######## mem_port_arbiter ########
Figure 1. Placed cells, one color a class (mem_port_arbiter).
Scale: 3 px per µm. Fill, decap, tap and diode cells in gray.
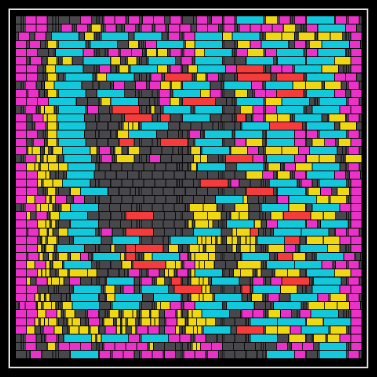

$ cat config.mk
export PLATFORM = sky130hd
export DESIGN_NAME = mem_port_arbiter
export DESIGN_NICKNAME = d
export VERILOG_FILES = /design/src/rtl/mem_port_arbiter.sv
export SDC_FILE = /design/constraint.sdc
export NUM_CORES = 1
export LEC_CHECK = 0
export CORE_MARGIN = 1.5
export CORE_UTILIZATION = 45
export DETAILED_ROUTE_END_ITERATION = 6
export PLACE_DENSITY = 0.86
export REMOVE_ABC_BUFFERS = 1
export SYNTH_ARGS = -nofsm -noshare
export SYNTH_HDL_FRONTEND = slang
export SYNTH_SLANG_ARGS = --single-unit
export TNS_END_PERCENT = 100
$ cat constraint.sdc
create_clock -name clk -period 9.15 [get_ports clk]
set_clock_uncertainty 0.15 [all_clocks]
set_input_delay 1.83 -clock clk [delete_from_list [all_inputs] [get_ports clk]]
set_output_delay 1.83 -clock clk [all_outputs]
set_load 0.05 [all_outputs]
$ cat src/rtl/mem_port_arbiter.sv
// rtl/mem_port_arbiter.sv - two-port memory arbiter with a single registered access FSM
//
// Purpose: shares one memory port between port 0 (instruction fetch, read-only)
// and port 1 (data stage, read/write). One transaction at a time. A misaligned
// winner completes at once with an error flag and never reaches memory.
//
// Configuration macro: ARB_RR_EN
//   defined   - round-robin on simultaneous requests; the port granted last loses the next tie
//   undefined - fixed priority, port 1 wins ties
//
// Ports:
//   clk, rst                 clock, asynchronous active-high reset
//   req0, adr0               port 0 read request (level) and byte address
//   done0, err0, rdata0      port 0 completion pulse, error flag, read data
//   req1, we1, adr1, wdata1  port 1 request, write enable, byte address, write data
//   done1, err1, rdata1      port 1 completion pulse, error flag, read data
//   m_en, m_we, m_adr,
//   m_wdata, m_rdata         memory access strobe, write enable, address, data
//   busy, owner              arbiter not idle; port holding the current/last grant
module mem_port_arbiter #(
  parameter int READ_LAT = 1
) (
  input  logic        clk,
  input  logic        rst,
  input  logic        req0,
  input  logic [31:0] adr0,
  output logic        done0,
  output logic        err0,
  output logic [31:0] rdata0,
  input  logic        req1,
  input  logic        we1,
  input  logic [31:0] adr1,
  input  logic [31:0] wdata1,
  output logic        done1,
  output logic        err1,
  output logic [31:0] rdata1,
  output logic        m_en,
  output logic        m_we,
  output logic [31:0] m_adr,
  output logic [31:0] m_wdata,
  input  logic [31:0] m_rdata,
  output logic        busy,
  output logic        owner
);

  typedef enum logic [1:0] {IDLE, ISSUE, WAIT, DONE} state_t;

  localparam logic [2:0] LAT_W = 3'(READ_LAT);

  state_t      state;
  logic [2:0]  wait_cnt;
  logic        cur_we;
  logic        win;
  logic [31:0] win_adr;

`ifdef ARB_RR_EN
  logic last_grant;

  // On a tie the port that won the previous grant steps aside.
  always_comb begin
    win = req1;
    if (req0 && req1) win = ~last_grant;
  end
`else
  // Port 1 wins whenever it requests.
  always_comb begin
    win = req1;
  end
`endif

  assign win_adr = win ? adr1 : adr0;

  always_ff @(posedge clk or posedge rst) begin
    if (rst) begin
      state    <= IDLE;
      wait_cnt <= 3'd0;
      cur_we   <= 1'b0;
      done0    <= 1'b0;
      done1    <= 1'b0;
      err0     <= 1'b0;
      err1     <= 1'b0;
      rdata0   <= 32'd0;
      rdata1   <= 32'd0;
      m_en     <= 1'b0;
      m_we     <= 1'b0;
      m_adr    <= 32'd0;
      m_wdata  <= 32'd0;
      busy     <= 1'b0;
      owner    <= 1'b0;
`ifdef ARB_RR_EN
      last_grant <= 1'b0;
`endif
    end else begin
      // Strobes and completion flags are single-cycle by default.
      m_en  <= 1'b0;
      m_we  <= 1'b0;
      done0 <= 1'b0;
      done1 <= 1'b0;
      err0  <= 1'b0;
      err1  <= 1'b0;
      case (state)
        IDLE: begin
          if (req0 || req1) begin
            owner   <= win;
            busy    <= 1'b1;
            m_adr   <= win_adr;
            // Port 0 never writes, so it carries no write data.
            m_wdata <= win ? wdata1 : 32'd0;
            cur_we  <= win & we1;
`ifdef ARB_RR_EN
            last_grant <= win;
`endif
            if (win_adr[1:0] != 2'b00) begin
              state <= DONE;
              done0 <= ~win;
              done1 <= win;
              err0  <= ~win;
              err1  <= win;
            end else begin
              state <= ISSUE;
              m_en  <= 1'b1;
              m_we  <= win & we1;
            end
          end
        end
        ISSUE: begin
          if (cur_we) begin
            state <= DONE;
            done0 <= ~owner;
            done1 <= owner;
          end else begin
            state    <= WAIT;
            wait_cnt <= 3'd1;
          end
        end
        WAIT: begin
          // The edge closing the last wait cycle is where memory data is valid.
          if (wait_cnt == LAT_W) begin
            state <= DONE;
            done0 <= ~owner;
            done1 <= owner;
            if (owner) rdata1 <= m_rdata;
            else       rdata0 <= m_rdata;
          end else begin
            wait_cnt <= wait_cnt + 3'd1;
          end
        end
        DONE: begin
          state <= IDLE;
          busy  <= 1'b0;
        end
        default: begin
          state <= IDLE;
          busy  <= 1'b0;
        end
      endcase
    end
  end

endmodule

######## lsu_arbiter ########
[config.mk]
export PLATFORM = sky130hd
export DESIGN_NAME = lsu_arbiter
export DESIGN_NICKNAME = d
export VERILOG_FILES = /design/src/rtl/lsu_arbiter.sv
export SDC_FILE = /design/constraint.sdc
export NUM_CORES = 1
export LEC_CHECK = 0
export CAP_MARGIN = 20
export CORE_ASPECT_RATIO = 1.5
export CORE_MARGIN = 1.5
export CORE_UTILIZATION = 40
export DETAILED_ROUTE_END_ITERATION = 16
export HOLD_SLACK_MARGIN = 0.15
export PLACE_DENSITY_LB_ADDON = 0.25
export SYNTH_ARGS = -nofsm -noshare
export SYNTH_HDL_FRONTEND = slang
export SYNTH_SLANG_ARGS = --single-unit
[constraint.sdc]
create_clock -name i_clk -period 2.3 [get_ports i_clk]
set_clock_uncertainty 0.2 [all_clocks]
set_input_delay 0.46 -clock i_clk [delete_from_list [all_inputs] [get_ports i_clk]]
set_output_delay 0.46 -clock i_clk [all_outputs]
set_load 0.05 [all_outputs]
[src/rtl/lsu_arbiter.sv]
// Two-master round-robin arbiter in front of the single LSU port.
// A granted access owns the LSU for RD_LAT cycles, then completes with an rvalid pulse.
module lsu_arbiter #(
  parameter int unsigned RD_LAT = 1
) (
  input  logic        i_clk,
  input  logic        i_reset,
  input  logic        i_m0_req,
  input  logic [31:0] i_m0_addr,
  input  logic [31:0] i_m0_wdata,
  input  logic        i_m0_wren,
  input  logic [2:0]  i_m0_type,
  output logic        o_m0_gnt,
  output logic        o_m0_rvalid,
  output logic [31:0] o_m0_rdata,
  input  logic        i_m1_req,
  input  logic [31:0] i_m1_addr,
  input  logic [31:0] i_m1_wdata,
  input  logic        i_m1_wren,
  input  logic [2:0]  i_m1_type,
  output logic        o_m1_gnt,
  output logic        o_m1_rvalid,
  output logic [31:0] o_m1_rdata,
  output logic [31:0] o_lsu_addr,
  output logic [31:0] o_st_data,
  output logic        o_lsu_wren,
  output logic [2:0]  o_type_access,
  input  logic [31:0] i_ld_data
);

  typedef enum logic [0:0] {S_IDLE = 1'b0, S_ACCESS = 1'b1} state_t;

  localparam logic [3:0] CNT_LOAD = 4'(RD_LAT - 1);

  state_t      state_q, state_d;
  logic [3:0]  cnt_q, cnt_d;
  logic        last_q, last_d;
  logic        owner_q, owner_d;
  logic        wr_q, wr_d;
  logic [31:0] lsu_addr_q, lsu_addr_d;
  logic [31:0] st_data_q, st_data_d;
  logic        lsu_wren_q, lsu_wren_d;
  logic [2:0]  type_q, type_d;
  logic        m0_gnt_q, m0_gnt_d;
  logic        m1_gnt_q, m1_gnt_d;
  logic        m0_rvalid_q, m0_rvalid_d;
  logic        m1_rvalid_q, m1_rvalid_d;
  logic [31:0] m0_rdata_q, m0_rdata_d;
  logic [31:0] m1_rdata_q, m1_rdata_d;
  logic        any_req_s;
  logic        winner_s;

  // Round-robin pick: on contention the master that did not win last time goes first.
  always_comb begin
    any_req_s = i_m0_req | i_m1_req;
    if (i_m0_req && i_m1_req) begin
      winner_s = ~last_q;
    end else if (i_m1_req) begin
      winner_s = 1'b1;
    end else begin
      winner_s = 1'b0;
    end
  end

  // Next-state and next-output computation for the grant/access sequencer.
  always_comb begin
    state_d     = state_q;
    cnt_d       = cnt_q;
    last_d      = last_q;
    owner_d     = owner_q;
    wr_d        = wr_q;
    lsu_addr_d  = lsu_addr_q;
    st_data_d   = st_data_q;
    type_d      = type_q;
    lsu_wren_d  = 1'b0;
    m0_gnt_d    = 1'b0;
    m1_gnt_d    = 1'b0;
    m0_rvalid_d = 1'b0;
    m1_rvalid_d = 1'b0;
    m0_rdata_d  = m0_rdata_q;
    m1_rdata_d  = m1_rdata_q;
    case (state_q)
      S_IDLE: begin
        if (any_req_s) begin
          state_d = S_ACCESS;
          cnt_d   = CNT_LOAD;
          last_d  = winner_s;
          owner_d = winner_s;
          if (winner_s) begin
            lsu_addr_d = i_m1_addr;
            st_data_d  = i_m1_wdata;
            type_d     = i_m1_type;
            wr_d       = i_m1_wren;
            lsu_wren_d = i_m1_wren;
            m1_gnt_d   = 1'b1;
          end else begin
            lsu_addr_d = i_m0_addr;
            st_data_d  = i_m0_wdata;
            type_d     = i_m0_type;
            wr_d       = i_m0_wren;
            lsu_wren_d = i_m0_wren;
            m0_gnt_d   = 1'b1;
          end
        end else begin
          state_d = S_IDLE;
        end
      end
      S_ACCESS: begin
        if (cnt_q == 4'd0) begin
          state_d = S_IDLE;
          // Load data is only meaningful on the last access cycle, and only for reads.
          if (owner_q) begin
            m1_rvalid_d = 1'b1;
            if (!wr_q) begin
              m1_rdata_d = i_ld_data;
            end else begin
              m1_rdata_d = m1_rdata_q;
            end
          end else begin
            m0_rvalid_d = 1'b1;
            if (!wr_q) begin
              m0_rdata_d = i_ld_data;
            end else begin
              m0_rdata_d = m0_rdata_q;
            end
          end
        end else begin
          cnt_d = cnt_q - 4'd1;
        end
      end
      default: begin
        state_d = S_IDLE;
      end
    endcase
  end

  // State and registered outputs; reset abandons any access in flight.
  always_ff @(posedge i_clk or negedge i_reset) begin
    if (!i_reset) begin
      state_q     <= S_IDLE;
      cnt_q       <= 4'd0;
      last_q      <= 1'b1;
      owner_q     <= 1'b0;
      wr_q        <= 1'b0;
      lsu_addr_q  <= 32'd0;
      st_data_q   <= 32'd0;
      lsu_wren_q  <= 1'b0;
      type_q      <= 3'd0;
      m0_gnt_q    <= 1'b0;
      m1_gnt_q    <= 1'b0;
      m0_rvalid_q <= 1'b0;
      m1_rvalid_q <= 1'b0;
      m0_rdata_q  <= 32'd0;
      m1_rdata_q  <= 32'd0;
    end else begin
      state_q     <= state_d;
      cnt_q       <= cnt_d;
      last_q      <= last_d;
      owner_q     <= owner_d;
      wr_q        <= wr_d;
      lsu_addr_q  <= lsu_addr_d;
      st_data_q   <= st_data_d;
      lsu_wren_q  <= lsu_wren_d;
      type_q      <= type_d;
      m0_gnt_q    <= m0_gnt_d;
      m1_gnt_q    <= m1_gnt_d;
      m0_rvalid_q <= m0_rvalid_d;
      m1_rvalid_q <= m1_rvalid_d;
      m0_rdata_q  <= m0_rdata_d;
      m1_rdata_q  <= m1_rdata_d;
    end
  end

  assign o_lsu_addr    = lsu_addr_q;
  assign o_st_data     = st_data_q;
  assign o_lsu_wren    = lsu_wren_q;
  assign o_type_access = type_q;
  assign o_m0_gnt      = m0_gnt_q;
  assign o_m1_gnt      = m1_gnt_q;
  assign o_m0_rvalid   = m0_rvalid_q;
  assign o_m1_rvalid   = m1_rvalid_q;
  assign o_m0_rdata    = m0_rdata_q;
  assign o_m1_rdata    = m1_rdata_q;

endmodule

######## shift_normalizer_seq ########
**config.mk**
```make
export PLATFORM = sky130hd
export DESIGN_NAME = shift_normalizer_seq
export DESIGN_NICKNAME = d
export VERILOG_FILES = /design/src/rtl/shift_normalizer_seq.sv
export SDC_FILE = /design/constraint.sdc
export NUM_CORES = 1
export LEC_CHECK = 0
export CAP_MARGIN = 10
export CORE_ASPECT_RATIO = 2
export CORE_UTILIZATION = 45
export DETAILED_ROUTE_END_ITERATION = 10
export GPL_ROUTABILITY_DRIVEN = 1
export HOLD_SLACK_MARGIN = 0.03
export PLACE_DENSITY = 0.79
export SYNTH_ARGS = -nofsm -noshare
export SYNTH_HDL_FRONTEND = slang
export SYNTH_SLANG_ARGS = --single-unit
```
**constraint.sdc**
```tcl
create_clock -name CLK -period 2.35 [get_ports CLK]
set_clock_uncertainty 0.15 [all_clocks]
set_input_delay 0.235 -clock CLK [delete_from_list [all_inputs] [get_ports CLK]]
set_output_delay 0.235 -clock CLK [all_outputs]
set_load 0.01 [all_outputs]
```
**src/rtl/shift_normalizer_seq.sv**
```systemverilog
// rtl/shift_normalizer_seq.sv - sequential leading/trailing-zero normalizer
// Shifts the operand one bit per clock toward the chosen edge and reports the distance.
module shift_normalizer_seq #(
  parameter int DATA_WIDTH = 32,
  parameter int CNT_WIDTH  = 6
) (
  input  logic                  CLK,
  input  logic                  RST,
  input  logic                  START,
  input  logic [DATA_WIDTH-1:0] D,
  input  logic                  LnR,
  output logic [DATA_WIDTH-1:0] Y,
  output logic [CNT_WIDTH-1:0]  CNT,
  output logic                  ZERO,
  output logic                  BUSY,
  output logic                  DONE
);

  typedef enum logic [1:0] {
    IDLE   = 2'd0,
    SHIFT  = 2'd1,
    DONE_S = 2'd2
  } state_t;

  state_t                  state_q, state_d;
  logic [DATA_WIDTH-1:0]   work_q, work_d;
  logic                    dir_q, dir_d;
  logic [CNT_WIDTH-1:0]    cnt_q, cnt_d;
  logic                    zero_q, zero_d;
  logic                    target_bit;

  // dir=1 walks toward the MSB (leading zeros), dir=0 toward the LSB (trailing zeros)
  assign target_bit = dir_q ? work_q[DATA_WIDTH-1] : work_q[0];

  always_comb begin
    state_d = state_q;
    work_d  = work_q;
    dir_d   = dir_q;
    cnt_d   = cnt_q;
    zero_d  = zero_q;
    case (state_q)
      IDLE: begin
        if (START) begin
          work_d  = D;
          dir_d   = LnR;
          cnt_d   = '0;
          zero_d  = 1'b0;
          state_d = SHIFT;
        end
      end
      SHIFT: begin
        if (work_q == '0) begin
          cnt_d   = CNT_WIDTH'(DATA_WIDTH);
          zero_d  = 1'b1;
          state_d = DONE_S;
        end else if (target_bit) begin
          state_d = DONE_S;
        end else begin
          work_d = dir_q ? (work_q << 1) : (work_q >> 1);
          cnt_d  = cnt_q + CNT_WIDTH'(1);
        end
      end
      DONE_S: begin
        state_d = IDLE;
      end
      default: begin
        state_d = IDLE;
      end
    endcase
  end

  always_ff @(posedge CLK or posedge RST) begin
    if (RST) begin
      state_q <= IDLE;
      work_q  <= '0;
      dir_q   <= 1'b0;
      cnt_q   <= '0;
      zero_q  <= 1'b0;
    end else begin
      state_q <= state_d;
      work_q  <= work_d;
      dir_q   <= dir_d;
      cnt_q   <= cnt_d;
      zero_q  <= zero_d;
    end
  end

  // Status decoded straight from the state register so reset clears it without a clock
  assign Y    = work_q;
  assign CNT  = cnt_q;
  assign ZERO = zero_q;
  assign BUSY = (state_q == SHIFT);
  assign DONE = (state_q == DONE_S);

endmodule

```
Figure 2. The metal 2 layer (mem_port_arbiter).
Scale: 4 px per µm.
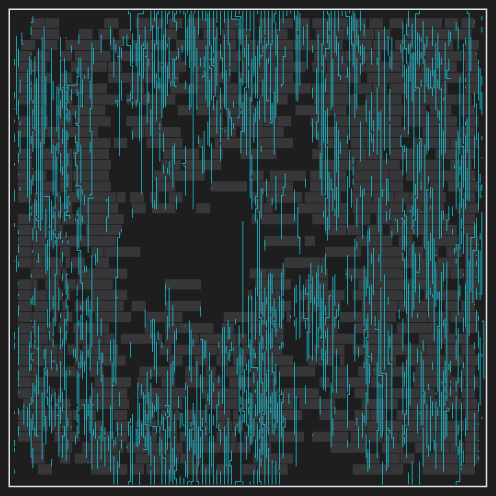
main direction	vertical
share of all routed wire	50%
longest straight run	49.1 µm
wire length on this layer	8350 µm
nets with wire on the layer	763
met2 Use GR: 0.418
via count: 4730
Post-Route WL: 16500 µm

## Picture notes: Figure 1
color	class	cells
cyan	sequential cells	142
yellow	combinational and other logic	283
red	clock drivers and dummy loads	31
magenta	remaining buffers and delay cells	273

==> flow_metrics.py, mem_port_arbiter <==
# Flow results
metrics = {
    "floorplanning": {
        "core_mm2": 0.0132,
        "die_h_um": 119,
        "fp_util": 0.458,
        "taps": 176,
        "rows": 42,
    },
    "clock_network": {
        "cts_hold_buffers": 0,
        "cts_buffers": 17,
        "cts-resized-gates": 0,
    },
    "status": {
        "status": "completed",
    },
    "sta": {
        "slew_violations": 0,
        "setup_viol": 0,
        "relSlewSlack": 0.236,
        "final.setup.worst_slack_ps": 5340,
    },
    "yosys": {
        "yosysCellCount": 459,
        "top_cell": "dfrtp_1",
        "yosysWarningCount": 0,
        "ys.flops": 142,
        "synthCells": 459,
        "ys_seq_share": 0.588,
        "synth_cell_types": 37,
        "synth_top_cell_by_area": "dfrtp_1",
    },
    "grt": {
        "busiest_layer": "met2",
        "antenna_found_initial": 0,
    },
    "placement": {
        "dp_hpwl_um": 11900,
        "gp_congestion": 0.823,
    },
    "min_path": {
        "hold_path.class": "reg2reg",
        "holdPathStages": 2,
        "holdPathEnd": "m_adr[0]$_DFFE_PP0P_",
    },
    "critical_path": {
        "cp_max_fo": 6,
        "crit_type": "reg2out",
        "crit_path_end_kind": "primary output",
    },
    "final_layout": {
        "n_clock_buffer": 20,
        "clk_share": 0.0684,
        "nMultiInputCombCells": 273,
        "regArea_mm2": 0.00355,
        "nonClockInverterCount": 10,
        "seq_area_frac": 0.377,
    },
    "run": {
        "maxCapViolCount": 0,
        "tool_warnings": 30,
    },
}
mem_port_arbiter: stage by stage:
stage	std cells	hold slack [ps]	total power [mW]	instance area, µm²	utilization
3_5_place_dp	874	333	3.53	8790	0.667
5_1_grt	905	365	4.44	9440	0.716
3_3_place_gp	874	319	3.48	8790	0.667
4_1_cts	905	355	4.30	9440	0.716
6_report	905	349	4.27	9440	0.716
2_1_floorplan	425	341	2.69	5840	-
mem_port_arbiter: placed cells by master (no fill, tap or decap), drive strengths merged, types with 2 or more instances in the layout:
master         Yosys  final
o21ai             10     10
clkinvlp           0      2
nand2             68     68
dfrtp            142    142
mux2              64     64
buf               26      6
mux2i              2      2
a22o              65     65
inv               10     13
nor2               5      5
bufinv             0      4
clkinv             0      2
nand3b            30     30
clkdlybuf4s50      0    267
o32ai              2      2
a22oi              2      2
ha                 7      7
nand2b             3      3
nand3              3      3
clkbuf             8     20
mem_port_arbiter: kinds of logic (layout without fill, tap and decap cells):
kind of cell,count (synthesis),after routing,synth area share
adder cells (fa/ha/maj),7,7,0.0145
multiplexers,66,66,0.141
AND-OR/OR-AND,85,85,0.118
buffers and inverters,44,314,0.0397
AND/OR/NAND/NOR,115,115,0.0989
flip-flops,142,142,0.588
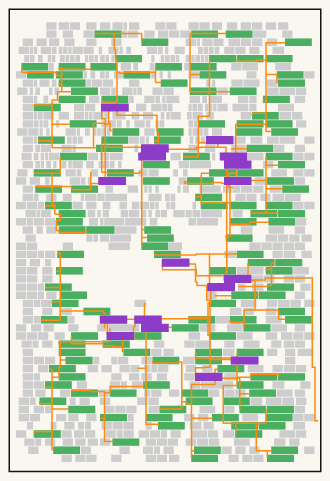
Figure 3: lsu_arbiter, clock distribution.
Scale: 3 px per µm.
[green] flip-flops | count: 144
[purple] clock drivers | count: 17
[orange] clock wires | length: 1710 µm
routed clock nets	18
flops lie	widely spread
Clk pwr share: 0.205
Clock Power: 2.75 mW
clk latency late pin: 400 ps

==> flow_metrics.py, lsu_arbiter <==
# Flow results
metrics = {
    "final_layout": {
        "final_util": 0.684,
        "fin_cells": 1008,
    },
    "placement": {
        "gp_congestion": 0.871,
        "io_buffers": 307,
    },
    "status": {
        "status": "completed",
    },
    "power": {
        "combPwrFrac": 0.505,
        "power_leakage_nw": 4.33,
        "pwr-share-seq": 0.290,
        "power_leader": "combinational logic",
    },
    "critical_path": {
        "worst_path_max_delay_cell": "clkdlybuf4s50_1",
        "critPathTopFamily": "buffers and inverters",
    },
    "routing": {
        "drt-initial-drc-count": 234,
        "wl_um": 17700,
        "met1_length_um": 6450,
    },
    "grt": {
        "grt_max_degree": 46,
        "met2_usage": 0.400,
        "track_usage": 0.225,
    },
    "run": {
        "tool_warnings": 26,
    },
    "yosys": {
        "synth_cell_types": 35,
        "top_cell_area_share": 0.592,
        "synth_top_cell_by_area": "dfrtp_1",
    },
    "floorplanning": {
        "core_mm2": 0.0147,
    },
    "clock_network": {
        "cts_buffer_depth": 2,
        "cts_buffers": 17,
    },
    "sta": {
        "fin_crit_ps": 2270,
    },
}
-- lsu_arbiter: path summary, 6_finish.rpt --
kind                       depth (start not counted)                    endpoint  slack, ps                        from
hold / removal                                     1  o_m1_rdata[27]$_DFFE_PN0P_        300  o_m1_rdata[27]$_DFFE_PN0P_
max in group asynchronous                          3          last_q$_DFFE_PN1P_        920                     i_reset
min in group asynchronous                          2  o_m0_rdata[29]$_DFFE_PN0P_        350                     i_reset
setup / recovery                                   1               o_lsu_addr[5]         30   o_lsu_addr[5]$_DFFE_PN0P_
setup reg to reg                                   6   o_m0_rdata[3]$_DFFE_PN0P_        120        cnt_q[0]$_DFFE_PN0P_
hold reg to reg                                    1  o_m1_rdata[27]$_DFFE_PN0P_        300  o_m1_rdata[27]$_DFFE_PN0P_
-- lsu_arbiter: repair_timing --
item	in CTS	in global routing
resized	1	6
endpoints found under the hold margin	63	0
hold buffers	1	0
setup endpoints to repair	1	6
buffers inserted	0	0
-- lsu_arbiter: area by class of cell --
class	instances	area, µm²
Fill cell	1100	4630
Sequential cell	144	3600
Timing Repair Buffer	325	3330
Multi-Input combinational cell	308	2240
Clock buffer	19	443
Tap cell	196	245
Clock inverter	13	153
Inverter	3	11.3
Figure 4. Placed cells, one color a class (shift_normalizer_seq).
Scale: 4 px per µm. Fill, decap, tap and diode cells in gray.
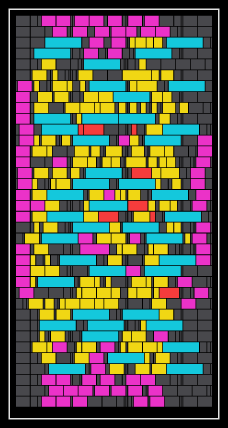
color	class	cells
yellow	combinational and other logic	146
cyan	sequential cells	42
magenta	remaining buffers and delay cells	81
red	clock drivers and dummy loads	8

==> flow_metrics.py, shift_normalizer_seq <==
# Flow results
metrics = {
    "status": {
        "status": "complete, but fails checks",
        "violations": "DRC",
    },
    "critical_path": {
        "cp-endpoint": "CNT[4]$_DFFE_PP0P_",
        "crit_type": "reg2reg",
        "r2r_cells": 5,
        "cp_data_arrival_time_ps": 2080,
        "crit_path_end_kind": "register",
    },
    "placement": {
        "place_area_mm2": 0.00304,
        "dp_cells": 326,
        "io_buffers": 76,
        "dp_hpwl_um": 3950,
    },
    "floorplanning": {
        "fp_util": 0.467,
        "die_area_mm2": 0.00530,
        "top_level_ports": 77,
        "rows": 36,
        "die_h_um": 102,
    },
    "sta": {
        "min_period_over_period": 0.877,
        "rsz0062_at_grt": "no",
        "finalHoldViolCount": 0,
        "tightest_slew_ps": 814,
    },
    "yosys": {
        "aoi_share": 0.176,
        "synth_area_mm2": 0.00225,
        "ys_area_mm2": 0.00225,
        "synthCells": 202,
        "ys.flops": 42,
        "edf_count": 0,
        "ys_sh_adder": 0.00556,
        "area_leaders": "dfrtp_1, a221o_1, mux2i_1",
        "top_cell_area_share": 0.467,
        "async_reset_ff_frac": 1.00,
        "xor_area_frac": 0,
    },
    "routing": {
        "dr.pass1.iters": 7,
        "vias": 1988,
        "via_per_inst": 5.95,
        "route.detailed.drc": 1,
    },
    "final_layout": {
        "lay_top_count": "clkdlybuf4s50_1",
        "fin_nets": 313,
        "final_util": 0.647,
        "antenna_cells": 0,
    },
    "clock_network": {
        "clkSlewWorstSetupHoldPaths_ps": 80,
        "htree_levels": 2,
        "cts_buffers": 5,
        "cts_sinks": 42,
        "clk-insertion-delay-late_ps": 290,
        "cts_buffer_depth": 2,
    },
    "grt": {
        "antenna_found_initial": 0,
    },
    "power": {
        "power_leakage_nw": 1.34,
    },
}
-- shift_normalizer_seq: critical path: stages (launching register included) --
cell	delay, ps
dfrtp_1	440
nor4_1	390
nand4_1	210
nor2_2	300
nor2_1	140
a221o_1	320
-- shift_normalizer_seq: registers in the layout, indices dropped and copies added (netlist names) --
signal	count
Y	32
CNT	6
state_q	2
ZERO	1
dir_q	1
-- shift_normalizer_seq: metal layers --
| metal | share of wire | track usage |
|---|---|---|
| met1 | 0.41 | 0.294 |
| met2 | 0.54 | 0.402 |
| met3 | 0.034 | 0.0327 |
| met4 | 0.017 | 0.0894 |
| met5 | 0 | 0 |
-- shift_normalizer_seq: power by group --
group          switching (mW)  internal (mW)
logic                    1.22           1.44
registers               0.456           1.06
clock network           0.240          0.211
-- shift_normalizer_seq: layout make-up --
| class | instances | area (µm²) |
|---|---|---|
| multi-input combinational | 143 | 1090 |
| timing repair buffer | 81 | 811 |
| tap | 57 | 71.3 |
| inverter | 3 | 12.5 |
| sequential | 42 | 1050 |
| fill | 409 | 1700 |
| clock buffer | 8 | 80.1 |


## Gallery

I/O nets highlighted.
(a)
Scale: 2 px per µm.
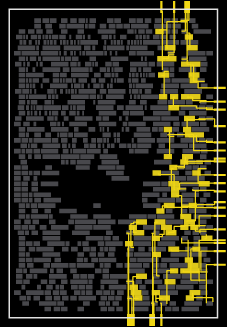
(b)
Scale: 3 px per µm.
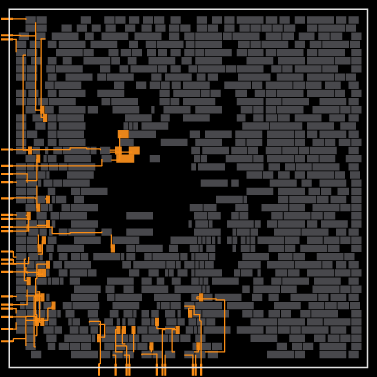
(c)
Scale: 4 px per µm.
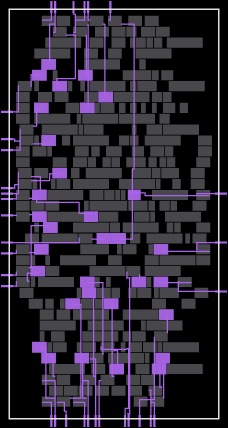
| picture | from |
|---|---|
| (c) | shift_normalizer_seq |
| (a) | lsu_arbiter |
| (b) | mem_port_arbiter |
The one with the smallest die is (c).
The one with the fewest cells is (c).

Power is estimated from default activity; no workload was simulated.
